######## block 1 ########
$ cat config.mk
export PLATFORM = sky130hd
export DESIGN_NAME = ram_scan_controller
export DESIGN_NICKNAME = d
export VERILOG_FILES = /design/src/rtl/ram_scan_pkg.sv /design/src/rtl/ram_scan_controller_step_timer.sv /design/src/rtl/ram_scan_controller.sv
export SDC_FILE = /design/constraint.sdc
export NUM_CORES = 1
export LEC_CHECK = 0
export CAP_MARGIN = 40
export CORE_MARGIN = 2
export CORE_UTILIZATION = 52
export DETAILED_ROUTE_END_ITERATION = 10
export MAX_ROUTING_LAYER = met4
export PLACE_DENSITY = 0.78
export SLEW_MARGIN = 20
export SYNTH_ARGS = -nofsm -noshare
export SYNTH_HDL_FRONTEND = slang
export SYNTH_SLANG_ARGS = --single-unit
$ cat constraint.sdc
create_clock -name clk -period 2.47 [get_ports clk]
set_input_delay 0.494 -clock clk [delete_from_list [all_inputs] [get_ports clk]]
set_output_delay 0.494 -clock clk [all_outputs]
set_load 0.1 [all_outputs]
$ cat src/rtl/ram_scan_pkg.sv
// Shared widths and scan FSM encoding for the RAM scan controller.
package ram_scan_pkg;

    localparam int unsigned ADDR_WIDTH = 5;
    localparam int unsigned DATA_WIDTH = 4;

    typedef enum logic [1:0] {IDLE, ISSUE, WAIT, CAPTURE} scan_state_t;

endpackage

$ cat src/rtl/ram_scan_controller_step_timer.sv
// Free-running scan step timer: one-cycle step pulse every TICKS_PER_STEP clocks.
module step_timer #(
    parameter int unsigned TICKS_PER_STEP = 50_000_000
) (
    input  logic clk,
    input  logic reset,
    output logic step
);

    localparam int unsigned CW = (TICKS_PER_STEP > 1) ? $clog2(TICKS_PER_STEP) : 1;
    localparam logic [CW-1:0] LAST = CW'(TICKS_PER_STEP - 1);

    logic [CW-1:0] cnt_q, cnt_d;

    always_comb begin
        cnt_d = (cnt_q == LAST) ? '0 : cnt_q + CW'(1);
    end

    always_ff @(posedge clk or posedge reset) begin
        if (reset) begin
            cnt_q <= '0;
        end else begin
            cnt_q <= cnt_d;
        end
    end

    assign step = (cnt_q == LAST);

endmodule

$ cat src/rtl/ram_scan_controller.sv
// Scans the RAM read port once per step, turns key presses into single write strobes and
// hands a coherent (address, data) pair to the display stage.
module ram_scan_controller
    import ram_scan_pkg::*;
#(
    parameter int unsigned TICKS_PER_STEP = 50_000_000,
    parameter int unsigned RD_LATENCY     = 2
) (
    input  logic                  clk,
    input  logic                  reset,
    input  logic                  wr_key,
    input  logic [ADDR_WIDTH-1:0] wr_addr,
    input  logic [DATA_WIDTH-1:0] wr_data,
    input  logic [DATA_WIDTH-1:0] rd_data,
    output logic [ADDR_WIDTH-1:0] ram_wraddress,
    output logic [DATA_WIDTH-1:0] ram_data,
    output logic                  ram_wren,
    output logic [ADDR_WIDTH-1:0] ram_rdaddress,
    output logic [ADDR_WIDTH-1:0] disp_addr,
    output logic [DATA_WIDTH-1:0] disp_data,
    output logic                  disp_valid,
    output logic                  step
);

    localparam int unsigned LW = (RD_LATENCY > 1) ? $clog2(RD_LATENCY) : 1;
    localparam logic [LW-1:0] LAT_INIT = LW'(RD_LATENCY - 1);

    scan_state_t           state_q, state_d;
    logic [ADDR_WIDTH-1:0] scan_q, scan_d;
    logic [LW-1:0]         lat_q, lat_d;
    logic                  key_q, key_prev_q, key_rise;
    logic                  wr_hit, capture;

    step_timer #(
        .TICKS_PER_STEP(TICKS_PER_STEP)
    ) u_step_timer (
        .clk  (clk),
        .reset(reset),
        .step (step)
    );

    assign key_rise      = key_q & ~key_prev_q;
    assign wr_hit        = ram_wren && (ram_wraddress == scan_q);
    assign ram_rdaddress = scan_q;

    always_ff @(posedge clk or posedge reset) begin
        if (reset) begin
            key_q         <= 1'b0;
            key_prev_q    <= 1'b0;
            ram_wren      <= 1'b0;
            ram_wraddress <= '0;
            ram_data      <= '0;
        end else begin
            key_q      <= wr_key;
            key_prev_q <= key_q;
            ram_wren   <= key_rise;
            if (key_rise) begin
                ram_wraddress <= wr_addr;
                ram_data      <= wr_data;
            end
        end
    end

    always_ff @(posedge clk or posedge reset) begin
        if (reset) begin
            state_q <= ISSUE;
            scan_q  <= '0;
            lat_q   <= '0;
        end else begin
            state_q <= state_d;
            scan_q  <= scan_d;
            lat_q   <= lat_d;
        end
    end

    // A step, or a write landing on the address being read, restarts the read; step wins.
    always_comb begin
        state_d = state_q;
        scan_d  = scan_q;
        if (step) begin
            scan_d  = scan_q + ADDR_WIDTH'(1);
            state_d = ISSUE;
        end else if (wr_hit) begin
            state_d = ISSUE;
        end else begin
            unique case (state_q)
                IDLE:    state_d = IDLE;
                ISSUE:   state_d = (RD_LATENCY > 1) ? WAIT : CAPTURE;
                WAIT:    state_d = (lat_q <= LW'(1)) ? CAPTURE : WAIT;
                CAPTURE: state_d = IDLE;
                default: state_d = IDLE;
            endcase
        end
    end

    // rd_data in CAPTURE predates a same-cycle write to this address, so drop it.
    always_comb begin
        lat_d   = lat_q;
        capture = 1'b0;
        unique case (state_q)
            ISSUE:   lat_d = LAT_INIT;
            WAIT:    lat_d = lat_q - LW'(1);
            CAPTURE: capture = !wr_hit;
            default: ;
        endcase
    end

    always_ff @(posedge clk or posedge reset) begin
        if (reset) begin
            disp_addr  <= '0;
            disp_data  <= '0;
            disp_valid <= 1'b0;
        end else if (capture) begin
            disp_addr  <= scan_q;
            disp_data  <= rd_data;
            disp_valid <= 1'b1;
        end
    end

endmodule
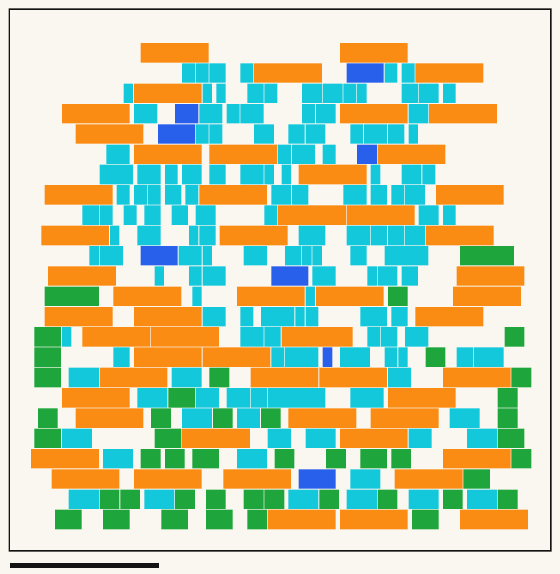
Figure 1: block 1, placed cells, one colour a class.
Scale bar: 20 µm.
Key: cyan = remaining logic cells [cells 144, share of their area 36%]; orange = registers [cells 55, share of their area 47%]; blue = clock drivers and dummy loads [cells 8, share of their area 3.1%]; green = remaining buffers and delay cells [cells 45, share of their area 14%]

==> results_slide.txt <==
Key Metrics from the Run

Status
  • Outcome: completed

Global routing
  • Vias in the first global route: about 1600
  • Largest net degree at the start of global routing: 31

Clock network
  • Setup bufs post-CTS: 0

Pwr
  • Cell leakage power: 1.32 nW

Timing
  • Hold Vio Cnt, Final: 0
  • Worst hold slack: between 0.3 and 0.4 ns
  • Setup Viol. Count Final: 0
  • Fmax: 433 MHz

Detailed routing
  • Routed vias: 1697
  • Metal-1 WL: 2010 µm

Logic synthesis
  • Multiplexer share: 8.80%
  • Number of synthesized register bits: 55
  • Main logic family: simple AND/OR/NAND/NOR gates

Worst setup path
  • Crit path capture: step
[flip-flops by register name, summed over array words and instances, names as in the netlist]
name	count
u_step_timer.cnt_q	26
disp_addr	5
ram_rdaddress	5
ram_wraddress	5
disp_data	4
ram_data	4
state_q	2
disp_valid	1
key_prev_q	1
key_q	1
ram_wren	1
[power by group]
part           leakage, nW  switching (mW)  internal [mW]
Clock               0.0418           0.300          0.204
Combinational        0.572           0.530          0.194
Sequential           0.708          0.0406          0.980
[worst max-delay path, stage by stage (launching register included)]
cell,delay (ns)
dfrtp_1,0.46
nor4_1,0.42
nand4_1,0.23
nor3_4,0.20
buf_12,0.20

######## block 2 ########
$ cat src/rtl/vram_blitter_if.sv
// Host-side bundle for the sprite blitter: copy command, status, sprite ROM port and VRAM write port.
interface vram_blitter_if #(
    parameter int SPR_AW = 12
);
    logic                start;
    logic signed [9:0]   x0;
    logic signed [8:0]   y0;
    logic [5:0]          w;
    logic [5:0]          h;
    logic [SPR_AW-1:0]   spr_base;
    logic                busy;
    logic                done;
    logic [SPR_AW-1:0]   spr_addr;
    logic [12:0]         spr_data;
    logic                wr_allow;
    logic                wr_en;
    logic [14:0]         wr_addr;
    logic [12:0]         wr_data;

    modport master (
        output start, x0, y0, w, h, spr_base, spr_data, wr_allow,
        input  busy, done, spr_addr, wr_en, wr_addr, wr_data
    );

    modport slave (
        input  start, x0, y0, w, h, spr_base, spr_data, wr_allow,
        output busy, done, spr_addr, wr_en, wr_addr, wr_data
    );
endinterface

$ cat src/rtl/vram_blitter.sv
// Copies a w x h sprite from a synchronous ROM into the framebuffer, clipping at screen
// edges, skipping transparent pixels and holding opaque writes until wr_allow is high.
module vram_blitter #(
    parameter int FB_W   = 160,
    parameter int FB_H   = 120,
    parameter int SPR_AW = 12
) (
    input  logic           clk,
    input  logic           rst,
    vram_blitter_if.slave  bus
);
    typedef enum logic [1:0] {IDLE, READ, WRITE} state_t;

    state_t              state_reg;
    logic signed [9:0]   x0_reg;
    logic signed [8:0]   y0_reg;
    logic [5:0]          w_reg;
    logic [5:0]          h_reg;
    logic [5:0]          col_reg;
    logic [5:0]          row_reg;
    logic [SPR_AW-1:0]   spr_addr_reg;
    logic                busy_reg;
    logic                done_reg;

    logic [10:0]         px;
    logic [10:0]         py;
    logic                inb;
    logic                want;
    logic                advance;
    logic                last_col;
    logic                last_row;

    // Screen coordinates are 11-bit two's complement; a set sign bit means off-screen.
    always_comb begin
        px       = {x0_reg[9], x0_reg} + {5'd0, col_reg};
        py       = {{2{y0_reg[8]}}, y0_reg} + {5'd0, row_reg};
        inb      = !px[10] && (px[9:0] < 10'(FB_W)) && !py[10] && (py[9:0] < 10'(FB_H));
        want     = inb && bus.spr_data[0];
        advance  = (state_reg == WRITE) && !(want && !bus.wr_allow);
        last_col = (col_reg == w_reg - 6'd1);
        last_row = (row_reg == h_reg - 6'd1);
    end

    assign bus.wr_en    = (state_reg == WRITE) && want && bus.wr_allow;
    assign bus.wr_addr  = 15'(py[6:0]) * 15'(FB_W) + 15'(px[7:0]);
    assign bus.wr_data  = bus.spr_data;
    assign bus.spr_addr = spr_addr_reg;
    assign bus.busy     = busy_reg;
    assign bus.done     = done_reg;

    // spr_addr_reg doubles as the linear ROM pointer; it is held through WRITE so
    // the ROM output stays stable during a stall.
    always_ff @(posedge clk) begin
        if (rst) begin
            state_reg    <= IDLE;
            x0_reg       <= '0;
            y0_reg       <= '0;
            w_reg        <= '0;
            h_reg        <= '0;
            col_reg      <= '0;
            row_reg      <= '0;
            spr_addr_reg <= '0;
            busy_reg     <= 1'b0;
            done_reg     <= 1'b0;
        end else begin
            done_reg <= 1'b0;
            case (state_reg)
                IDLE: begin
                    if (bus.start) begin
                        x0_reg       <= bus.x0;
                        y0_reg       <= bus.y0;
                        w_reg        <= bus.w;
                        h_reg        <= bus.h;
                        col_reg      <= '0;
                        row_reg      <= '0;
                        spr_addr_reg <= bus.spr_base;
                        if (bus.w == 6'd0 || bus.h == 6'd0) begin
                            done_reg <= 1'b1;
                        end else begin
                            state_reg <= READ;
                            busy_reg  <= 1'b1;
                        end
                    end
                end
                READ: begin
                    state_reg <= WRITE;
                end
                WRITE: begin
                    if (advance) begin
                        if (last_col) begin
                            col_reg <= '0;
                            row_reg <= row_reg + 6'd1;
                        end else begin
                            col_reg <= col_reg + 6'd1;
                        end
                        if (last_col && last_row) begin
                            state_reg <= IDLE;
                            busy_reg  <= 1'b0;
                            done_reg  <= 1'b1;
                        end else begin
                            state_reg    <= READ;
                            spr_addr_reg <= spr_addr_reg + 1'b1;
                        end
                    end
                end
                default: begin
                    state_reg <= IDLE;
                    busy_reg  <= 1'b0;
                end
            endcase
        end
    end
endmodule
$ cat src/flat_wrapper.sv
// flat-port wrapper written by rule: the top's interface ports become plain ports
module vram_blitter_flat 
#(
    parameter int FB_W   = 160,
    parameter int FB_H   = 120,
    parameter int SPR_AW = 12
)
  (clk, rst, bus_start, bus_x0, bus_y0, bus_w, bus_h, bus_spr_base, bus_spr_data, bus_wr_allow, bus_busy, bus_done, bus_spr_addr, bus_wr_en, bus_wr_addr, bus_wr_data);
  vram_blitter_if #(.SPR_AW(SPR_AW)) bus_i ();
  input  logic clk;
  input  logic rst;
  input wire logic [$bits(bus_i.start)-1:0] bus_start;
  input wire logic [$bits(bus_i.x0)-1:0] bus_x0;
  input wire logic [$bits(bus_i.y0)-1:0] bus_y0;
  input wire logic [$bits(bus_i.w)-1:0] bus_w;
  input wire logic [$bits(bus_i.h)-1:0] bus_h;
  input wire logic [$bits(bus_i.spr_base)-1:0] bus_spr_base;
  input wire logic [$bits(bus_i.spr_data)-1:0] bus_spr_data;
  input wire logic [$bits(bus_i.wr_allow)-1:0] bus_wr_allow;
  output wire logic [$bits(bus_i.busy)-1:0] bus_busy;
  output wire logic [$bits(bus_i.done)-1:0] bus_done;
  output wire logic [$bits(bus_i.spr_addr)-1:0] bus_spr_addr;
  output wire logic [$bits(bus_i.wr_en)-1:0] bus_wr_en;
  output wire logic [$bits(bus_i.wr_addr)-1:0] bus_wr_addr;
  output wire logic [$bits(bus_i.wr_data)-1:0] bus_wr_data;
  assign bus_i.start = bus_start;
  assign bus_i.x0 = bus_x0;
  assign bus_i.y0 = bus_y0;
  assign bus_i.w = bus_w;
  assign bus_i.h = bus_h;
  assign bus_i.spr_base = bus_spr_base;
  assign bus_i.spr_data = bus_spr_data;
  assign bus_i.wr_allow = bus_wr_allow;
  assign bus_busy = bus_i.busy;
  assign bus_done = bus_i.done;
  assign bus_spr_addr = bus_i.spr_addr;
  assign bus_wr_en = bus_i.wr_en;
  assign bus_wr_addr = bus_i.wr_addr;
  assign bus_wr_data = bus_i.wr_data;
  vram_blitter #(.FB_W(FB_W), .FB_H(FB_H), .SPR_AW(SPR_AW)) u_core (.clk(clk), .rst(rst), .bus(bus_i));
endmodule
$ cat config.mk
export PLATFORM = sky130hd
export DESIGN_NAME = vram_blitter_flat
export DESIGN_NICKNAME = d
export VERILOG_FILES = /design/src/rtl/vram_blitter_if.sv /design/src/rtl/vram_blitter.sv /design/src/flat_wrapper.sv
export SDC_FILE = /design/constraint.sdc
export NUM_CORES = 1
export LEC_CHECK = 0
export CAP_MARGIN = 20
export CORE_AREA = 2 2 96 108
export CTS_CLUSTER_SIZE = 10
export DETAILED_ROUTE_END_ITERATION = 8
export DIE_AREA = 0 0 98 110
export PLACE_DENSITY = 0.75
export SLEW_MARGIN = 20
export SYNTH_ARGS = -nofsm -noshare
export SYNTH_HDL_FRONTEND = slang
export SYNTH_SLANG_ARGS = --single-unit
$ cat constraint.sdc
create_clock -name clk -period 4.35 [get_ports clk]
set_input_delay 0.87 -clock clk [delete_from_list [all_inputs] [get_ports clk]]
set_output_delay 0.87 -clock clk [all_outputs]
set_load 0.02 [all_outputs]
==> results_slide.txt <==
Key Metrics from the Run

Status
  • Failing checks: negative setup slack
  • Outcome: finished, violations left

Clock network
  • TritonCTS Buffers: 9
  • Worst-path clk slew: about 0.070 ns
  • PostCTS Resize Cnt: 50
  • Hold_buf cts: 0
  • CTS tree: yes

Logic synthesis
  • Area fraction in compound gates: 22.9%
  • Max-area cell share: between 20 and 30%
  • Top cells by area: dfxtp_1 27%, ha_1 8.6%, a21oi_1 8.1%, nand2_1 7.9%, xnor2_1 4.2%

Pwr
  • Cell leakage power: 2.44 nW
  • Largest Pwr Group: sequential cells

Timing
  • Setup Viol. Count Final: 4
  • Post-layout period usage: 107%
  • Tmin final: approximately 4.7 ns
  • Unrepaired setup endpoints after global routing: true
  • Worst hold slack: 0.462 ns
  • Worst setup margin: -0.324 ns
  • Slew @ Worst Pin: 1.02 ns

Finish
  • Flops: just under 60
  • Design area: 0.00596 mm²

Placed design
  • RePlAce Congestion: 0.879
  • Worst slack, placed: -0.690 ns

Floorplan
  • Initial Utilization: 45.3%
routing by layer:
metal | share of wire (%) | vias to the layer above
li1 | - | 2244
met1 | 41 | 2098
met2 | 52 | 157
met3 | 4.9 | 21
met4 | 2.0 | 0
met5 | 0 | -
critical path: cells and delay by family (launching register included):
kind | cells | cell delay (ns)
adders and majority gates | 3 | 0.93
DFF | 1 | 0.34
xor gates and xnor gates | 2 | 0.30
AOI/OAI and AO/OA | 5 | 0.85
and+or+nand+nor | 5 | 0.80
buffers and inverters | 2 | 0.25
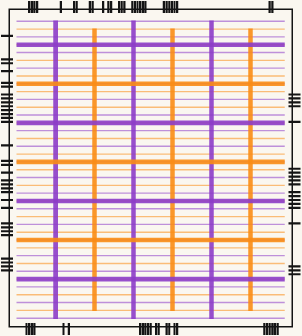
Figure 2: block 2, supply network.
Pins as bars on the die edge.
Key: orange = VDD; purple = VSS
The core has 38 rows. 7 straps on met5.

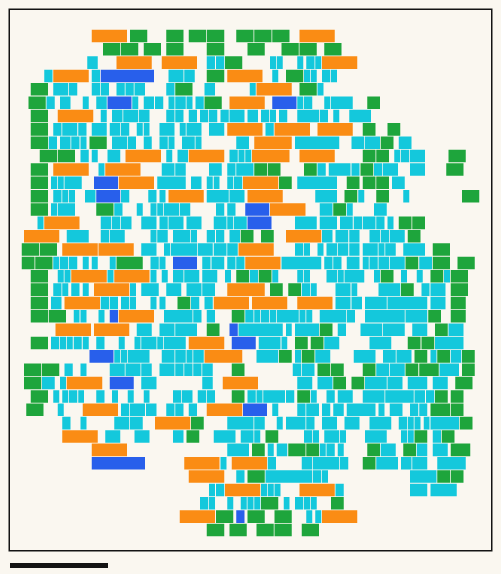
Figure 3: block 2, placed cells, one colour a class.
Scale bar: 20 µm.
Key: cyan = remaining logic cells [cells 469, share of their area 53%]; blue = clock drivers and dummy loads [cells 16, share of their area 3.9%]; orange = registers [cells 59, share of their area 20%]; green = remaining buffers and delay cells [cells 148, share of their area 22%]
Core Area: 0.00965 mm²
final core utilization: 61.8%
Seq area share: 19.9%


######## block 3 ########
Figure 4. Supply network (block 3).
Pins as bars on the die edge.
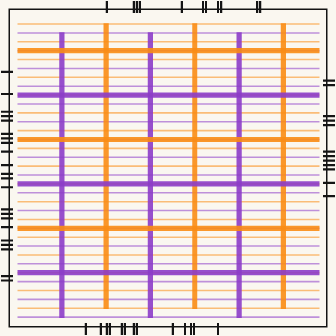
Figure 5. Placed cells, one colour a class (block 3).
Scale bar: 20 µm.
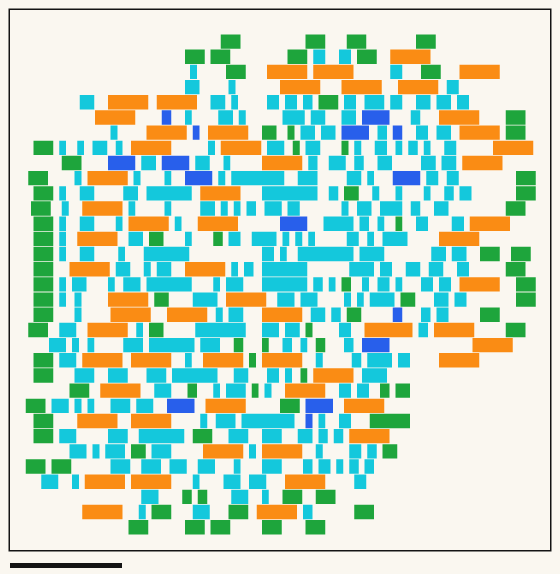
===== src/rtl/addsub_seq.sv =====
// Sequential adder/subtractor: CHUNK bits of the carry chain per clock.
// Captured operands keep the result independent of later input changes.
module addsub_seq #(
  parameter int WIDTH = 16,
  parameter int CHUNK = 4
) (
  input  logic             clk,
  input  logic             rst_n,
  input  logic             in_valid,
  output logic             in_ready,
  input  logic [WIDTH-1:0] a,
  input  logic [WIDTH-1:0] b,
  input  logic             m,
  output logic             out_valid,
  input  logic             out_ready,
  output logic [WIDTH-1:0] sum,
  output logic             carryout,
  output logic             overflow,
  output logic             zero
);

  localparam int NCHUNK = WIDTH / CHUNK;
  localparam int IW = (NCHUNK > 1) ? $clog2(NCHUNK) : 1;

  typedef enum logic [1:0] {
    IDLE,
    CALC,
    DONE
  } state_t;

  state_t           state;
  logic [WIDTH-1:0] ra;
  logic [WIDTH-1:0] rb;
  logic             rm;
  logic             carry;
  logic [IW-1:0]    idx;

  logic [CHUNK:0]   csum;
  logic [WIDTH-1:0] sumn;
  logic             cmsb;
  logic             last;
  int               base;

  // One chunk of the carry chain plus the merged next sum image
  always_comb begin
    base = int'(idx) * CHUNK;
    csum = {1'b0, ra[base +: CHUNK]}
         + {1'b0, rb[base +: CHUNK]}
         + {{CHUNK{1'b0}}, carry};
    sumn = sum;
    sumn[base +: CHUNK] = csum[CHUNK-1:0];
    // Carry into the MSB recovered from the MSB sum bit
    cmsb = ra[WIDTH-1] ^ rb[WIDTH-1] ^ sumn[WIDTH-1];
    last = (idx == IW'(NCHUNK - 1));
  end

  // Control FSM, operand capture, chunked sum and flag registers
  always_ff @(posedge clk) begin
    if (!rst_n) begin
      state     <= IDLE;
      ra        <= '0;
      rb        <= '0;
      rm        <= 1'b0;
      carry     <= 1'b0;
      idx       <= '0;
      sum       <= '0;
      carryout  <= 1'b0;
      overflow  <= 1'b0;
      zero      <= 1'b0;
      out_valid <= 1'b0;
      in_ready  <= 1'b1;
    end else begin
      unique case (state)
        IDLE: begin
          if (in_valid) begin
            ra       <= a;
            rb       <= b ^ {WIDTH{m}};
            rm       <= m;
            carry    <= m;
            idx      <= '0;
            in_ready <= 1'b0;
            state    <= CALC;
          end
        end
        CALC: begin
          sum   <= sumn;
          carry <= csum[CHUNK];
          idx   <= idx + 1'b1;
          if (last) begin
            carryout  <= csum[CHUNK] ^ rm;
            overflow  <= cmsb ^ csum[CHUNK];
            zero      <= (sumn == '0);
            idx       <= '0;
            out_valid <= 1'b1;
            state     <= DONE;
          end
        end
        DONE: begin
          if (out_ready) begin
            out_valid <= 1'b0;
            in_ready  <= 1'b1;
            state     <= IDLE;
          end
        end
        default: state <= IDLE;
      endcase
    end
  end

endmodule

===== config.mk =====
export PLATFORM = sky130hd
export DESIGN_NAME = addsub_seq
export DESIGN_NICKNAME = d
export VERILOG_FILES = /design/src/rtl/addsub_seq.sv
export SDC_FILE = /design/constraint.sdc
export NUM_CORES = 1
export LEC_CHECK = 0
export CAP_MARGIN = 20
export CELL_PAD_IN_SITES_DETAIL_PLACEMENT = 1
export CELL_PAD_IN_SITES_GLOBAL_PLACEMENT = 1
export CORE_MARGIN = 2
export CORE_UTILIZATION = 35
export CTS_CLUSTER_SIZE = 20
export DETAILED_ROUTE_END_ITERATION = 8
export GPL_TIMING_DRIVEN = 0
export HOLD_SLACK_MARGIN = 0.1
export MAX_ROUTING_LAYER = met4
export PLACE_DENSITY = 0.82
export SLEW_MARGIN = 25
export SYNTH_ARGS = -nofsm -noshare
export SYNTH_HDL_FRONTEND = slang
export SYNTH_SLANG_ARGS = --single-unit
export TNS_END_PERCENT = 5

===== constraint.sdc =====
create_clock -name clk -period 2.61 [get_ports clk]
set_input_delay 0.522 -clock clk [delete_from_list [all_inputs] [get_ports clk]]
set_output_delay 0.522 -clock clk [all_outputs]
set_load 0.02 [all_outputs]

==> results_slide.txt <==
Key Metrics from the Run

Status
  • Outcome: completed

Finish
  • Seq area share: between 20 and 30%
  • Design area: 0.00400 mm²
  • MI comb area: roughly 0.0018 mm²
  • Buffering overhead: 18.2%
  • Number of filler cells placed in the layout: between 900 and 1000

Flow run
  • Max Cap Viol: 0

Hold path
  • Worst Hold Class: flip-flop to flip-flop

Floorplan
  • Cell row count: 33
  • Full die area: 0.00937 mm²
  • N_taps: approximately 110

Timing
  • Unrepaired setup endpoints after global routing: true
  • Fin. max-slew vios: 0
  • Worst setup margin: approximately 0.015 ns
  • Worst hold slack: 0.462 ns

Worst setup path
  • Worst EP required: 2.84 ns
  • Crit path capture: zero
  • Stages on the worst setup path: 8
  • Worst setup EP type: flip-flop
  • CP bufs+invs: 2

Global routing
  • Overall Global Routing Usage: 18.0%
  • Total grt overflow: 0
  • Initial antenna violation count: 0

Logic synthesis
  • Yosys top cell by area: dfxtp_1
  • Commonest flop: dfxtp_1
  • Max-area cell share: 39.2%
  • Top cells by count, synth: 60 x nand2_1, 59 x dfxtp_1, 21 x xnor2_1
  • Number of enable flip-flop cells: 0

Pwr
  • Power, Total: about 2.2 mW

Placed design
  • Port Buffers: 56
About Figure 4:
Key: purple = VSS; orange = VDD
58 signal pins sit on the boundary. 6 straps on met5. The core has 33 rows.
Max rail drop VDD: 308 µV
Core Area: 0.00830 mm²

About Figure 5:
Key: green = remaining buffers and delay cells [cells 84, share of their area 19%]; orange = registers [cells 59, share of their area 31%]; cyan = remaining logic cells [cells 247, share of their area 46%]; blue = clock drivers and dummy loads [cells 15, share of their area 4.1%]

[power by group]
part	total, mW	switching [mW]	internal (mW)	leakage (nW)
registers	0.981	0.0313	0.949	0.484
logic	0.477	0.248	0.229	1.00
clock network	0.711	0.351	0.361	0.0860
total	2.17	0.631	1.54	1.57
[routing by layer]
metal	wire, µm	global-route usage [%]
met5	0	-
met4	69	3.58
met3	352	4.48
met2	4330	31.5
met1	3610	21.1
[cell families (layout without fill, tap and decap cells)]
logic type,Yosys count,in the layout
compound gates,79,79
xor+xnor,22,22
fa+ha+maj,11,11
buf+inv,31,110
flops,59,59
mux,9,9
simple gates,115,115

######## block 4 ########
### src/rtl/clk_freq_monitor.sv
// clk_freq_monitor
//   Measures the period of a slow asynchronous input (e.g. a divided blink
//   clock looped back to a pin) in reference-clock cycles, checks it against
//   a tolerance window and flags loss of signal.
//
// Ports
//   clock         reference clock, all state on its rising edge
//   reset_n       asynchronous active-low reset
//   meas_in       asynchronous signal being measured
//   period        last measured period in clock cycles
//   period_valid  one-cycle pulse when period updates
//   in_range      last period within [MIN_PERIOD, MAX_PERIOD]
//   lost          high while no rising edge has been seen for TIMEOUT cycles
//   good_count    saturating count of in-range periods
//   err_count     saturating count of out-of-range periods
module clk_freq_monitor #(
  parameter int WIDTH      = 32,
  parameter int MIN_PERIOD = 247500000,
  parameter int MAX_PERIOD = 252500000,
  parameter int TIMEOUT    = 500000000
) (
  input  logic             clock,
  input  logic             reset_n,
  input  logic             meas_in,
  output logic [WIDTH-1:0] period,
  output logic             period_valid,
  output logic             in_range,
  output logic             lost,
  output logic [15:0]      good_count,
  output logic [15:0]      err_count
);

  typedef enum logic [1:0] {IDLE, ARM, MEASURE, LOST} state_t;

  localparam logic [WIDTH-1:0] CNT_MAX   = '1;
  localparam logic [WIDTH-1:0] TIMEOUT_W = WIDTH'(TIMEOUT);
  localparam logic [WIDTH-1:0] MIN_W     = WIDTH'(MIN_PERIOD);
  localparam logic [WIDTH-1:0] MAX_W     = WIDTH'(MAX_PERIOD);

  state_t           state, state_nx;
  logic             s1, s2, s3;
  logic             edge_hit, timeout_hit, report, cnt_ok;
  logic [WIDTH-1:0] cnt;

  assign edge_hit    = s2 & ~s3;
  // A coincident edge beats the timeout so a period of exactly TIMEOUT
  // is still reported rather than declared lost.
  assign timeout_hit = ~edge_hit && (cnt == TIMEOUT_W);
  assign report      = (state == MEASURE) && edge_hit;
  assign cnt_ok      = (cnt >= MIN_W) && (cnt <= MAX_W);

  // Synchroniser plus history flop for rising-edge detection
  always_ff @(posedge clock or negedge reset_n) begin
    if (!reset_n) begin
      s1 <= 1'b0;
      s2 <= 1'b0;
      s3 <= 1'b0;
    end else begin
      s1 <= meas_in;
      s2 <= s1;
      s3 <= s2;
    end
  end

  // Free-running cycle counter, restarted at 1 on each edge
  always_ff @(posedge clock or negedge reset_n) begin
    if (!reset_n)          cnt <= '0;
    else if (edge_hit)     cnt <= {{(WIDTH-1){1'b0}}, 1'b1};
    else if (cnt != CNT_MAX) cnt <= cnt + 1'b1;
  end

  always_ff @(posedge clock or negedge reset_n) begin
    if (!reset_n) state <= IDLE;
    else          state <= state_nx;
  end

  // IDLE waits for a low synchronised input so a high level at reset
  // release is not mistaken for a fresh rising edge by the ARM stage.
  always_comb begin
    state_nx = state;
    case (state)
      IDLE:    if (timeout_hit) state_nx = LOST;
               else if (!s2)    state_nx = ARM;
      ARM:     if (edge_hit)    state_nx = MEASURE;
               else if (timeout_hit) state_nx = LOST;
      MEASURE: if (timeout_hit) state_nx = LOST;
      LOST:    if (edge_hit)    state_nx = MEASURE;
      default: state_nx = IDLE;
    endcase
  end

  always_ff @(posedge clock or negedge reset_n) begin
    if (!reset_n) begin
      period       <= '0;
      period_valid <= 1'b0;
      in_range     <= 1'b0;
      lost         <= 1'b0;
      good_count   <= '0;
      err_count    <= '0;
    end else begin
      period_valid <= report;
      lost         <= (state_nx == LOST);
      if (report) begin
        period   <= cnt;
        in_range <= cnt_ok;
        if (cnt_ok) begin
          if (good_count != 16'hFFFF) good_count <= good_count + 16'd1;
        end else begin
          if (err_count != 16'hFFFF) err_count <= err_count + 16'd1;
        end
      end else if (state != LOST && state_nx == LOST) begin
        in_range <= 1'b0;
      end
    end
  end

endmodule

### config.mk
export PLATFORM = sky130hd
export DESIGN_NAME = clk_freq_monitor
export DESIGN_NICKNAME = d
export VERILOG_FILES = /design/src/rtl/clk_freq_monitor.sv
export SDC_FILE = /design/constraint.sdc
export NUM_CORES = 1
export LEC_CHECK = 0
export CORE_MARGIN = 1.5
export CORE_UTILIZATION = 50
export DETAILED_ROUTE_END_ITERATION = 10
export PLACE_DENSITY = 0.83
export SKIP_CTS_REPAIR_TIMING = 1
export SLEW_MARGIN = 20
export SYNTH_ARGS = -nofsm -noshare
export SYNTH_HDL_FRONTEND = slang
export SYNTH_SLANG_ARGS = --single-unit
### constraint.sdc
create_clock -name clock -period 2.15 [get_ports clock]
set_clock_uncertainty 0.2 [all_clocks]
set_input_delay 0.3225 -clock clock [delete_from_list [all_inputs] [get_ports clock]]
set_output_delay 0.3225 -clock clock [all_outputs]
set_load 0.02 [all_outputs]
==> results_slide.txt <==
Key Metrics from the Run

Timing
  • Worst setup margin: -0.435 ns
  • Slew @ Worst Pin: 0.602 ns
  • Setup Viol. Count Final: ~63
  • Tmin final: 2.58 ns
  • Hold Vio Cnt, Final: 0

Clock network
  • Root Driver: clkbuf_8

Placed design
  • Post-DP HPWL: 8750 µm

Global routing
  • First-pass GRT wire length: 20700 µm
  • Largest net degree at the start of global routing: approximately 110

Floorplan
  • Die width: about 100 µm

Status
  • Outcome: finished, violations left
  • Failing checks: negative setup slack

Worst setup path
  • Crit Reg-Reg Endpoint: good_count[15]

Hold path
  • Hold worst-path end: s2

Pwr
  • Clock power share: 27.5%

Detailed routing
  • Metal-1 WL: just over 6000 µm
stage by stage:
| stage | instance area [µm²] | instances | worst slack, ns | util [%] | power (mW) |
|---|---|---|---|---|---|
| 2_1_floorplan | 5210 | 530 | -0.0295 | - | 2.70 |
| 3_3_place_gp | 6520 | 785 | -0.244 | 65.8 | 3.14 |
| 3_5_place_dp | 6520 | 785 | -0.342 | 65.8 | 3.18 |
| 4_1_cts | 6720 | 801 | -0.389 | 67.8 | 4.42 |
| 5_1_grt | 7470 | 828 | -0.484 | 75.3 | 4.79 |
| 6_report | 7470 | 828 | -0.435 | 75.3 | 4.61 |
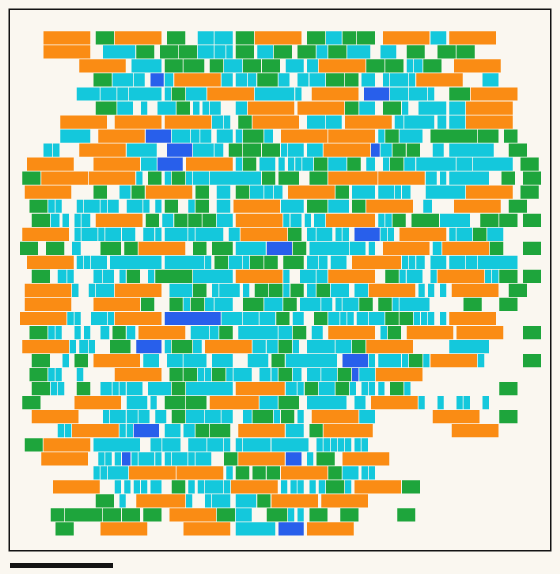
Figure 6: block 4, placed cells, one colour a class.
Scale bar: 20 µm.
Key: orange = registers [cells 104, share of their area 36%]; cyan = remaining logic cells [cells 392, share of their area 39%]; blue = clock drivers and dummy loads [cells 16, share of their area 2.7%]; green = remaining buffers and delay cells [cells 183, share of their area 23%]


######## block 5 ########
[src/rtl/seg7_pkg.sv]
// Shared constants and helpers for the multiplexed 7-segment driver.
// Glyphs are active-low with segment a on bit 6 through segment g on bit 0.
package seg7_pkg;

  localparam logic [6:0] SEG_OFF = 7'h7F;

  localparam logic [6:0] GLYPH_0 = 7'b0000001;
  localparam logic [6:0] GLYPH_1 = 7'b1001111;
  localparam logic [6:0] GLYPH_2 = 7'b0010010;
  localparam logic [6:0] GLYPH_3 = 7'b0000110;
  localparam logic [6:0] GLYPH_4 = 7'b1001100;
  localparam logic [6:0] GLYPH_5 = 7'b0100100;
  localparam logic [6:0] GLYPH_6 = 7'b0100000;
  localparam logic [6:0] GLYPH_7 = 7'b0001111;
  localparam logic [6:0] GLYPH_8 = 7'b0000000;
  localparam logic [6:0] GLYPH_9 = 7'b0000100;
  localparam logic [6:0] GLYPH_A = 7'b0001000;
  localparam logic [6:0] GLYPH_B = 7'b1100000;
  localparam logic [6:0] GLYPH_C = 7'b0110001;
  localparam logic [6:0] GLYPH_D = 7'b1000010;
  localparam logic [6:0] GLYPH_E = 7'b0110000;
  localparam logic [6:0] GLYPH_F = 7'b0111000;

  localparam int unsigned MAX_DIGITS = 16;

  typedef enum logic {
    PH_GUARD,
    PH_LIT
  } slot_phase_e;

  function automatic logic [6:0] hex_glyph(input logic [3:0] nib);
    logic [6:0] g;
    case (nib)
      4'h0:    g = GLYPH_0;
      4'h1:    g = GLYPH_1;
      4'h2:    g = GLYPH_2;
      4'h3:    g = GLYPH_3;
      4'h4:    g = GLYPH_4;
      4'h5:    g = GLYPH_5;
      4'h6:    g = GLYPH_6;
      4'h7:    g = GLYPH_7;
      4'h8:    g = GLYPH_8;
      4'h9:    g = GLYPH_9;
      4'hA:    g = GLYPH_A;
      4'hB:    g = GLYPH_B;
      4'hC:    g = GLYPH_C;
      4'hD:    g = GLYPH_D;
      4'hE:    g = GLYPH_E;
      default: g = GLYPH_F;
    endcase
    return g;
  endfunction

  // Number of zero nibbles counted down from the top digit, stopping at the
  // first non-zero one; digit 0 is never counted so it always stays visible.
  function automatic int unsigned lz_width(input logic [4*MAX_DIGITS-1:0] val,
                                           input int unsigned             digits);
    int unsigned n;
    logic        run;
    n   = 0;
    run = 1'b1;
    for (int unsigned k = MAX_DIGITS - 1; k > 0; k--) begin
      if (k < digits) begin
        if (run && (val[4*k +: 4] == 4'h0)) begin
          n = n + 1;
        end else begin
          run = 1'b0;
        end
      end
    end
    return n;
  endfunction

endpackage

[src/rtl/hex_to_seg7.sv]
// Combinational nibble to active-low 7-segment glyph decoder.
module hex_to_seg7
  import seg7_pkg::*;
(
  input  logic [3:0] nib_i,
  output logic [6:0] seg_o
);

  always_comb begin
    seg_o = hex_glyph(nib_i);
  end

endmodule

[src/rtl/seg7_scan_driver.sv]
// Time-multiplexed hex display driver for common-anode 7-segment banks with
// frame-synchronous updates, leading-zero blanking and an anode guard interval.
module seg7_scan_driver
  import seg7_pkg::*;
#(
  parameter int unsigned DIGITS   = 4,
  parameter int unsigned PRESCALE = 50000,
  parameter int unsigned GUARD    = 2
) (
  input  logic                clk,
  input  logic                rst_n,
  input  logic                en_i,
  input  logic                load_i,
  input  logic [4*DIGITS-1:0] value_i,
  input  logic [DIGITS-1:0]   dp_i,
  input  logic                blank_lz_i,
  output logic [6:0]          seg_o,
  output logic                dp_o,
  output logic [DIGITS-1:0]   an_o,
  output logic                frame_o
);

  localparam int unsigned PW = (PRESCALE > 1) ? $clog2(PRESCALE) : 1;
  localparam int unsigned IW = (DIGITS > 1) ? $clog2(DIGITS) : 1;

  localparam logic [PW-1:0] PCNT_LAST  = PW'(PRESCALE - 1);
  localparam logic [PW-1:0] PCNT_GUARD = PW'(GUARD);
  localparam logic [IW-1:0] IDX_LAST   = IW'(DIGITS - 1);

  logic [PW-1:0] pcnt_q, pcnt_d;
  logic [IW-1:0] idx_q, idx_d;
  logic          wrap_q, wrap_d;
  logic          tick, wrap_tick;

  logic [4*DIGITS-1:0] pend_val_q, pend_val_d;
  logic [DIGITS-1:0]   pend_dp_q, pend_dp_d;
  logic                pend_lz_q, pend_lz_d;
  logic                pend_v_q, pend_v_d;
  logic [4*DIGITS-1:0] disp_val_q, disp_val_d;
  logic [DIGITS-1:0]   disp_dp_q, disp_dp_d;
  logic                disp_lz_q, disp_lz_d;

  logic [4*MAX_DIGITS-1:0] val_ext;
  int unsigned             lz_n;
  logic [3:0]              cur_nib;
  logic                    cur_dp;
  logic                    cur_blank;
  logic [6:0]              cur_glyph;
  slot_phase_e             phase;

  logic [DIGITS-1:0] an_q, an_d;
  logic [6:0]        seg_q, seg_d;
  logic              dp_q, dp_d;
  logic              frame_q, frame_d;

  // Prescaler and digit index; both freeze while the scan is disabled.
  always_comb begin
    tick      = en_i && (pcnt_q == PCNT_LAST);
    wrap_tick = tick && (idx_q == IDX_LAST);
    pcnt_d    = pcnt_q;
    idx_d     = idx_q;
    wrap_d    = wrap_q;
    if (en_i) begin
      wrap_d = wrap_tick;
      if (tick) begin
        pcnt_d = '0;
        idx_d  = (idx_q == IDX_LAST) ? '0 : idx_q + IW'(1);
      end else begin
        pcnt_d = pcnt_q + PW'(1);
      end
    end
  end

  always_ff @(posedge clk or negedge rst_n) begin
    if (!rst_n) begin
      pcnt_q <= '0;
      idx_q  <= '0;
      wrap_q <= 1'b0;
    end else begin
      pcnt_q <= pcnt_d;
      idx_q  <= idx_d;
      wrap_q <= wrap_d;
    end
  end

  // A load on the wrap-tick bypasses pending so it lands in the very next frame.
  always_comb begin
    pend_val_d = pend_val_q;
    pend_dp_d  = pend_dp_q;
    pend_lz_d  = pend_lz_q;
    pend_v_d   = pend_v_q;
    disp_val_d = disp_val_q;
    disp_dp_d  = disp_dp_q;
    disp_lz_d  = disp_lz_q;
    if (load_i) begin
      pend_val_d = value_i;
      pend_dp_d  = dp_i;
      pend_lz_d  = blank_lz_i;
      pend_v_d   = 1'b1;
    end
    if (wrap_tick) begin
      pend_v_d = 1'b0;
      if (load_i) begin
        disp_val_d = value_i;
        disp_dp_d  = dp_i;
        disp_lz_d  = blank_lz_i;
      end else if (pend_v_q) begin
        disp_val_d = pend_val_q;
        disp_dp_d  = pend_dp_q;
        disp_lz_d  = pend_lz_q;
      end
    end
  end

  always_ff @(posedge clk or negedge rst_n) begin
    if (!rst_n) begin
      pend_val_q <= '0;
      pend_dp_q  <= '0;
      pend_lz_q  <= 1'b0;
      pend_v_q   <= 1'b0;
      disp_val_q <= '0;
      disp_dp_q  <= '0;
      disp_lz_q  <= 1'b0;
    end else begin
      pend_val_q <= pend_val_d;
      pend_dp_q  <= pend_dp_d;
      pend_lz_q  <= pend_lz_d;
      pend_v_q   <= pend_v_d;
      disp_val_q <= disp_val_d;
      disp_dp_q  <= disp_dp_d;
      disp_lz_q  <= disp_lz_d;
    end
  end

  // Digit select, leading-zero mask and slot phase for the current scan slot.
  always_comb begin
    val_ext                 = '0;
    val_ext[4*DIGITS-1:0]   = disp_val_q;
    lz_n                    = lz_width(val_ext, DIGITS);
    cur_nib                 = '0;
    cur_dp                  = 1'b0;
    for (int unsigned i = 0; i < DIGITS; i++) begin
      if (idx_q == IW'(i)) begin
        cur_nib = disp_val_q[4*i +: 4];
        cur_dp  = disp_dp_q[i];
      end
    end
    cur_blank = disp_lz_q && (32'(idx_q) >= (DIGITS - lz_n));
    phase     = (pcnt_q < PCNT_GUARD) ? PH_GUARD : PH_LIT;
  end

  hex_to_seg7 u_glyph (
    .nib_i (cur_nib),
    .seg_o (cur_glyph)
  );

  always_comb begin
    an_d    = '1;
    seg_d   = SEG_OFF;
    dp_d    = 1'b1;
    frame_d = 1'b0;
    if (en_i) begin
      frame_d = wrap_q;
      seg_d   = cur_blank ? SEG_OFF : cur_glyph;
      dp_d    = ~cur_dp;
      if (phase == PH_LIT) begin
        for (int unsigned i = 0; i < DIGITS; i++) begin
          an_d[i] = (idx_q != IW'(i));
        end
      end
    end
  end

  always_ff @(posedge clk or negedge rst_n) begin
    if (!rst_n) begin
      an_q    <= '1;
      seg_q   <= SEG_OFF;
      dp_q    <= 1'b1;
      frame_q <= 1'b0;
    end else begin
      an_q    <= an_d;
      seg_q   <= seg_d;
      dp_q    <= dp_d;
      frame_q <= frame_d;
    end
  end

  assign an_o    = an_q;
  assign seg_o   = seg_q;
  assign dp_o    = dp_q;
  assign frame_o = frame_q;

endmodule
[config.mk]
export PLATFORM = sky130hd
export DESIGN_NAME = seg7_scan_driver
export DESIGN_NICKNAME = d
export VERILOG_FILES = /design/src/rtl/seg7_pkg.sv /design/src/rtl/hex_to_seg7.sv /design/src/rtl/seg7_scan_driver.sv
export SDC_FILE = /design/constraint.sdc
export NUM_CORES = 1
export LEC_CHECK = 0
export CAP_MARGIN = 20
export CORE_MARGIN = 2
export CORE_UTILIZATION = 44
export DETAILED_ROUTE_END_ITERATION = 10
export RECOVER_POWER = 50
export REMOVE_ABC_BUFFERS = 1
export SYNTH_ARGS = -nofsm -noshare
export SYNTH_HDL_FRONTEND = slang
export SYNTH_HIERARCHICAL = 1
export SYNTH_SLANG_ARGS = --single-unit
[constraint.sdc]
create_clock -name clk -period 3 [get_ports clk]
set_input_delay 0.75 -clock clk [delete_from_list [all_inputs] [get_ports clk]]
set_output_delay 0.75 -clock clk [all_outputs]
set_load 0.05 [all_outputs]
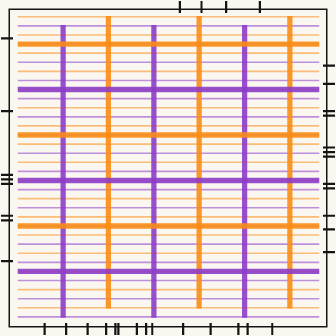
Figure 7: block 5, supply network.
Pins as bars on the die edge.
Key: orange = VDD; purple = VSS
34 met1 rails follow the rows. 38 signal pins sit on the boundary. 6 straps on met5. The core has 33 rows.

==> results_slide.txt <==
Key Metrics from the Run

Logic synthesis
  • Top cells by count, synth: 63 x dfrtp_1, 28 x nand2_1, 25 x mux2_2
  • YS warnings: 6
  • Yosys top cell by area: dfrtp_1

Status
  • Outcome: completed

Clock network
  • Worst-path clk slew: 0.08 ns
  • Clock Sinks: 75
  • H-tree Lvls: 3

Global routing
  • Vias in the first global route: 2340
  • Largest net degree at the start of global routing: 34
  • Met3 usage in global routing: under 10%
  • Total grt overflow: 0
  • Met1 usage: 22.7%

Finish
  • Most numerous logic cell after layout: dfrtp_1
  • Area Growth Syn to Fin: 20.1%

Placed design
  • Post-DP HPWL: 4510 µm
  • RePlAce Congestion: 0.793

Pwr
  • Comb power frac: 9.7%
  • Power, Total: roughly 2.2 mW

Timing
  • Tmin final: 2.62 ns
  • Worst setup margin: ~0.38 ns

Detailed routing
  • Routed vias: approximately 2300
  • DRT Wirelength: 6380 µm
  • Detailed Routing Iterations Pass 1: 4

Floorplan
  • Full die area: between 0.008 and 0.009 mm²
  • Die width: 94.5 µm

Hold path
  • Hold Path Origin: pend_dp_q[0]

Worst setup path
  • R2R cell count: 12
  • Crit-path max cell delay: 0.42 ns
  • Crit. Startpoint: idx_q[1]

Flow run
  • Max Cap Viol: 0
[final cells by class]
type,count,area (µm²),area share (%)
tap,105,131,3.03
clock inverter,6,88.8,2.05
sequential,75,1890,43.7
timing repair buffer,49,440,10.2
multi-input combinational,196,1590,36.8
clock buffer,10,138,3.18
inverter,12,45.0,1.04
[cell families after synthesis]
kind of cell,synth area share (%)
multiplexers,16.7
XOR/XNOR,2.92
AND/OR/NAND/NOR,13.2
flip-flops,52.5
buffers and inverters,3.30
AND-OR/OR-AND,6.25
adder cells (fa/ha/maj),5.21

######## block 6 ########
## src/rtl/seg7_bcd_encoder_if.sv

```systemverilog
// Handshake and result bundle between the value source, the seven-segment encoder and the display side.
interface seg7_bcd_encoder_if #(
  parameter int WIDTH  = 14,
  parameter int DIGITS = 4
);
  logic                  in_valid;
  logic                  in_ready;
  logic [WIDTH-1:0]      in_data;
  logic                  out_valid;
  logic                  overflow;
  logic [4*DIGITS-1:0]   bcd_out;
  logic [7*DIGITS-1:0]   hex_out;

  modport master (
    output in_valid, in_data,
    input  in_ready, out_valid, overflow, bcd_out, hex_out
  );

  modport slave (
    input  in_valid, in_data,
    output in_ready, out_valid, overflow, bcd_out, hex_out
  );
endinterface

```

## src/rtl/seg7_bcd_encoder.sv

```systemverilog
// Iterative double-dabble binary-to-BCD converter driving active-low {g,f,e,d,c,b,a} segment codes.
// Optional macro LEADING_ZERO_BLANK_EN blanks leading zero digits (digit 0 always shown).
//
// state   | meaning
// IDLE    | in_ready high, waiting for in_valid
// CONVERT | one shift-add-3 iteration per clock, then one settle cycle with counter at 0
// DONE    | results loaded on entry, out_valid pulses for this one cycle
module seg7_bcd_encoder #(
  parameter int WIDTH  = 14,
  parameter int DIGITS = 4
) (
  input  logic                clk,
  input  logic                reset,
  seg7_bcd_encoder_if.slave   bus_if
);

  localparam int CW = $clog2(WIDTH + 1);

  function automatic longint pow10(input int n);
    longint r;
    r = 1;
    for (int i = 0; i < n; i++) r = r * 10;
    return r;
  endfunction

  localparam longint           MAX_VAL = pow10(DIGITS) - 1;
  localparam logic [WIDTH-1:0] MAX_W   = WIDTH'(MAX_VAL);
  localparam logic [7*DIGITS-1:0] HEX_ZERO = {DIGITS{7'b1000000}};

  typedef enum logic [1:0] {
    S_IDLE    = 2'd0,
    S_CONVERT = 2'd1,
    S_DONE    = 2'd2
  } state_t;

  function automatic logic [6:0] seg_of(input logic [3:0] nib);
    case (nib)
      4'd0:    seg_of = 7'b1000000;
      4'd1:    seg_of = 7'b1111001;
      4'd2:    seg_of = 7'b0100100;
      4'd3:    seg_of = 7'b0110000;
      4'd4:    seg_of = 7'b0011001;
      4'd5:    seg_of = 7'b0010010;
      4'd6:    seg_of = 7'b0000010;
      4'd7:    seg_of = 7'b1111000;
      4'd8:    seg_of = 7'b0000000;
      4'd9:    seg_of = 7'b0011000;
      default: seg_of = 7'b1111111;
    endcase
  endfunction

  function automatic logic [7*DIGITS-1:0] encode(input logic [4*DIGITS-1:0] b);
`ifdef LEADING_ZERO_BLANK_EN
    logic lead;
    lead = 1'b1;
`endif
    encode = '0;
    for (int k = DIGITS - 1; k >= 0; k--) begin
      encode[7*k +: 7] = seg_of(b[4*k +: 4]);
`ifdef LEADING_ZERO_BLANK_EN
      lead = lead && (b[4*k +: 4] == 4'd0);
      if (lead && (k > 0)) encode[7*k +: 7] = 7'b1111111;
`endif
    end
  endfunction

  state_t                state_q, state_d;
  logic [WIDTH-1:0]      shift_q, shift_d;
  logic [4*DIGITS-1:0]   acc_q, acc_d;
  logic [CW-1:0]         cnt_q, cnt_d;
  logic                  ovf_pend_q, ovf_pend_d;
  logic                  out_valid_q, out_valid_d;
  logic                  overflow_q, overflow_d;
  logic [4*DIGITS-1:0]   bcd_q, bcd_d;
  logic [7*DIGITS-1:0]   hex_q, hex_d;

  logic [4*DIGITS-1:0]   acc_add;
  logic                  in_over;

  assign in_over = ({{(64-WIDTH){1'b0}}, bus_if.in_data} > 64'(MAX_VAL));

  always_ff @(posedge clk) begin
    if (reset) begin
      state_q     <= S_IDLE;
      shift_q     <= '0;
      acc_q       <= '0;
      cnt_q       <= '0;
      ovf_pend_q  <= 1'b0;
      out_valid_q <= 1'b0;
      overflow_q  <= 1'b0;
      bcd_q       <= '0;
      hex_q       <= HEX_ZERO;
    end else begin
      state_q     <= state_d;
      shift_q     <= shift_d;
      acc_q       <= acc_d;
      cnt_q       <= cnt_d;
      ovf_pend_q  <= ovf_pend_d;
      out_valid_q <= out_valid_d;
      overflow_q  <= overflow_d;
      bcd_q       <= bcd_d;
      hex_q       <= hex_d;
    end
  end

  always_comb begin
    state_d     = state_q;
    shift_d     = shift_q;
    acc_d       = acc_q;
    cnt_d       = cnt_q;
    ovf_pend_d  = ovf_pend_q;
    out_valid_d = 1'b0;
    overflow_d  = overflow_q;
    bcd_d       = bcd_q;
    hex_d       = hex_q;

    acc_add = acc_q;
    for (int k = 0; k < DIGITS; k++) begin
      if (acc_q[4*k +: 4] >= 4'd5) acc_add[4*k +: 4] = acc_q[4*k +: 4] + 4'd3;
    end

    case (state_q)
      S_IDLE: begin
        if (bus_if.in_valid) begin
          shift_d    = in_over ? MAX_W : bus_if.in_data;
          ovf_pend_d = in_over;
          acc_d      = '0;
          cnt_d      = CW'(WIDTH);
          state_d    = S_CONVERT;
        end
      end
      S_CONVERT: begin
        if (cnt_q == '0) begin
          // Results land atomically together with the out_valid pulse.
          state_d     = S_DONE;
          out_valid_d = 1'b1;
          bcd_d       = acc_q;
          hex_d       = encode(acc_q);
          overflow_d  = ovf_pend_q;
        end else begin
          {acc_d, shift_d} = {acc_add, shift_q} << 1;
          cnt_d            = cnt_q - 1'b1;
        end
      end
      S_DONE: begin
        state_d = S_IDLE;
      end
      default: begin
        state_d = S_IDLE;
      end
    endcase
  end

  assign bus_if.in_ready  = (state_q == S_IDLE) && !reset;
  assign bus_if.out_valid = out_valid_q;
  assign bus_if.overflow  = overflow_q;
  assign bus_if.bcd_out   = bcd_q;
  assign bus_if.hex_out   = hex_q;

endmodule
```

## src/flat_wrapper.sv

```systemverilog
// flat-port wrapper written by rule: the top's interface ports become plain ports
module seg7_bcd_encoder_flat 
#(
  parameter int WIDTH  = 14,
  parameter int DIGITS = 4
)
  (clk, reset, bus_if_in_valid, bus_if_in_data, bus_if_in_ready, bus_if_out_valid, bus_if_overflow, bus_if_bcd_out, bus_if_hex_out);
  seg7_bcd_encoder_if #(.WIDTH(WIDTH), .DIGITS(DIGITS)) bus_if_i ();
  input  logic clk;
  input  logic reset;
  input wire logic [$bits(bus_if_i.in_valid)-1:0] bus_if_in_valid;
  input wire logic [$bits(bus_if_i.in_data)-1:0] bus_if_in_data;
  output wire logic [$bits(bus_if_i.in_ready)-1:0] bus_if_in_ready;
  output wire logic [$bits(bus_if_i.out_valid)-1:0] bus_if_out_valid;
  output wire logic [$bits(bus_if_i.overflow)-1:0] bus_if_overflow;
  output wire logic [$bits(bus_if_i.bcd_out)-1:0] bus_if_bcd_out;
  output wire logic [$bits(bus_if_i.hex_out)-1:0] bus_if_hex_out;
  assign bus_if_i.in_valid = bus_if_in_valid;
  assign bus_if_i.in_data = bus_if_in_data;
  assign bus_if_in_ready = bus_if_i.in_ready;
  assign bus_if_out_valid = bus_if_i.out_valid;
  assign bus_if_overflow = bus_if_i.overflow;
  assign bus_if_bcd_out = bus_if_i.bcd_out;
  assign bus_if_hex_out = bus_if_i.hex_out;
  seg7_bcd_encoder #(.WIDTH(WIDTH), .DIGITS(DIGITS)) u_core (.clk(clk), .reset(reset), .bus_if(bus_if_i));
endmodule
```

## config.mk

```make
export PLATFORM = sky130hd
export DESIGN_NAME = seg7_bcd_encoder_flat
export DESIGN_NICKNAME = d
export VERILOG_FILES = /design/src/rtl/seg7_bcd_encoder_if.sv /design/src/rtl/seg7_bcd_encoder.sv /design/src/flat_wrapper.sv
export SDC_FILE = /design/constraint.sdc
export NUM_CORES = 1
export LEC_CHECK = 0
export CAP_MARGIN = 20
export CELL_PAD_IN_SITES_DETAIL_PLACEMENT = 1
export CELL_PAD_IN_SITES_GLOBAL_PLACEMENT = 1
export CORE_MARGIN = 5
export CORE_UTILIZATION = 43
export DETAILED_ROUTE_END_ITERATION = 16
export HOLD_SLACK_MARGIN = 0.1
export PLACE_DENSITY = 0.86
export SYNTH_ARGS = -nofsm -noshare
export SYNTH_HDL_FRONTEND = slang
export SYNTH_SLANG_ARGS = --single-unit
export TNS_END_PERCENT = 100
```

## constraint.sdc

```tcl
create_clock -name clk -period 4.7 [get_ports clk]
set_clock_uncertainty 0.05 [all_clocks]
set_input_delay 0.94 -clock clk [delete_from_list [all_inputs] [get_ports clk]]
set_output_delay 0.94 -clock clk [all_outputs]
set_load 0.02 [all_outputs]
```

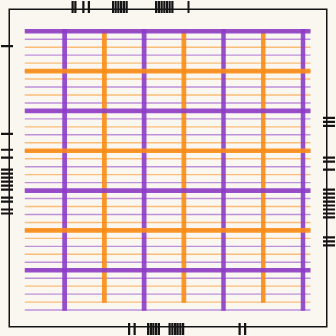
Figure 8: block 6, supply network.
Pins as bars on the die edge.
Key: orange = VDD; purple = VSS
The core has 35 rows. 7 straps on met4. 7 straps on met5. 64 signal pins sit on the boundary.

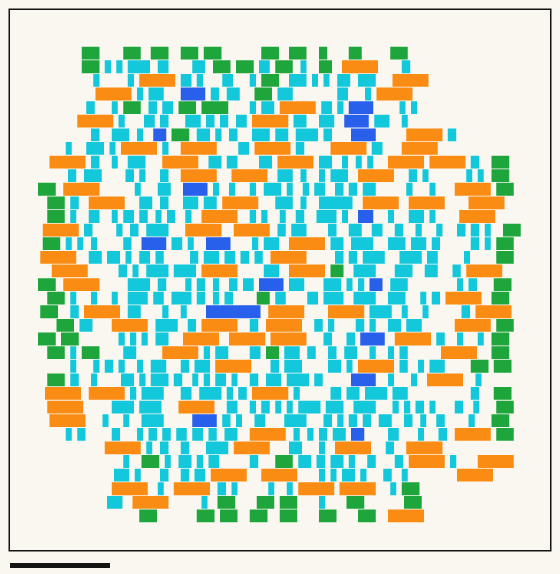
Figure 9: block 6, placed cells, one colour a class.
Scale bar: 20 µm.
Key: cyan = remaining logic cells [cells 385, share of their area 47%]; orange = registers [cells 83, share of their area 34%]; green = remaining buffers and delay cells [cells 69, share of their area 14%]; blue = clock drivers and dummy loads [cells 16, share of their area 4.4%]

==> results_slide.txt <==
Key Metrics from the Run

Clock network
  • CTS tree: yes
  • TritonCTS Buffers: 9

Timing
  • Unrepaired setup endpoints after global routing: false
  • Slew @ Worst Pin: 0.848 ns
  • Setup Viol. Count Final: 0
  • Worst setup margin: 1.83 ns
  • Fmax: 349 MHz
  • Fin. max-slew vios: 0

Flow run
  • Log Warnings: 40

Finish
  • Logic inverters: 20
  • Most numerous logic cell after layout: dfxtp_1
  • Fraction of area in multi-input gates: approximately 44%
  • Final cell count without fillers: 682

Detailed routing
  • Routed vias: between 3000 and 4000
  • Via density: roughly 5.4

Logic synthesis
  • Cells after Synth: between 500 and 600
  • Basic Gates by Area: 20.5%
  • Post-synthesis sequential area ratio: 40.3%

Worst setup path
  • Crit path kind: primary input to primary output

Pwr
  • NetSw: 0.469 mW
  • Comb power: 0.283 mW

Global routing
  • Vias in the first global route: 3966

Floorplan
  • Initial Utilization: 44.4%
  • Cell row count: 35
  • Die width: 108 µm

Status
  • Outcome: completed

Hold path
  • Worst Hold Class: flip-flop to flip-flop

Placed design
  • Post-DP HPWL: 7800 µm
worst min-delay path, delay by kind of cell (launching register included):
family / cells / cell delay [ns]
flip-flops: 1 / 0.31
AND-OR/OR-AND: 1 / 0.05
AND/OR/NAND/NOR: 1 / 0.06
layer usage:
layer / global-route usage [%] / part of all wire, %
met5: 0 / 0
met4: 7.57 / 1.6
met3: 2.94 / 2.7
met2: 34.2 / 49
met1: 24.7 / 46


## Gallery

Signal wires by layer.
Only two layers are drawn.
(a)
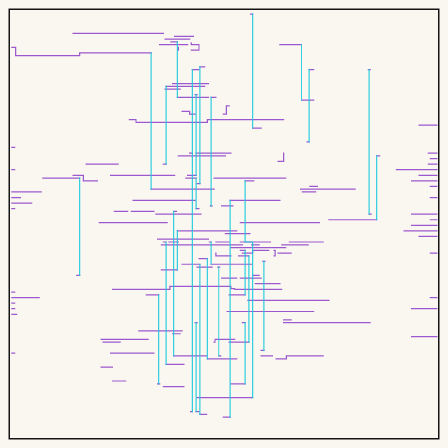
(b)
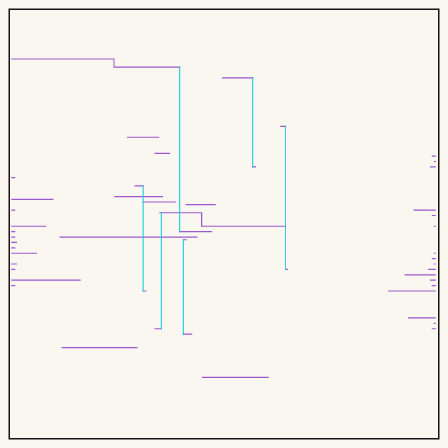
(c)
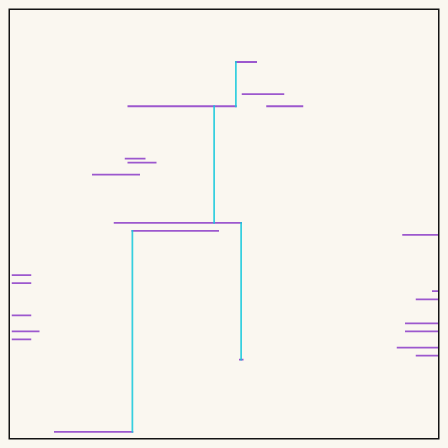
(d)
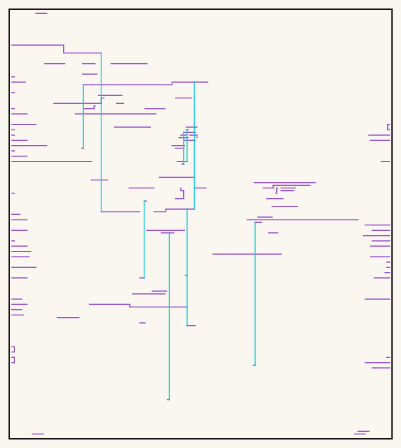
(e)
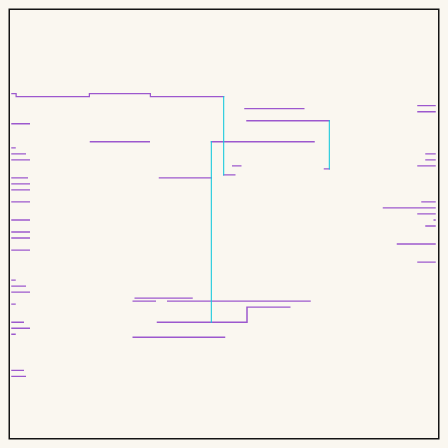
(f)
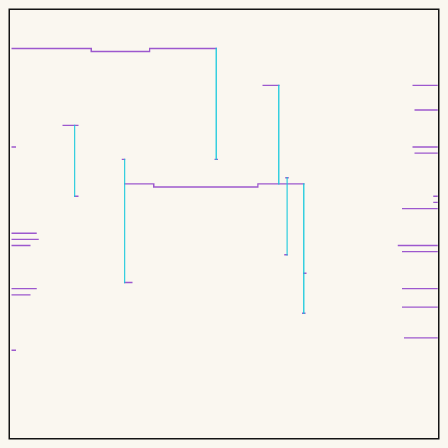
(a): block 4
(e): block 3
(c): block 1
(b): block 6
(f): block 5
(d): block 2
- least wire: (c)
- most wire: (a)

Power figures rest on the tool's default switching activity, not on a simulated workload.
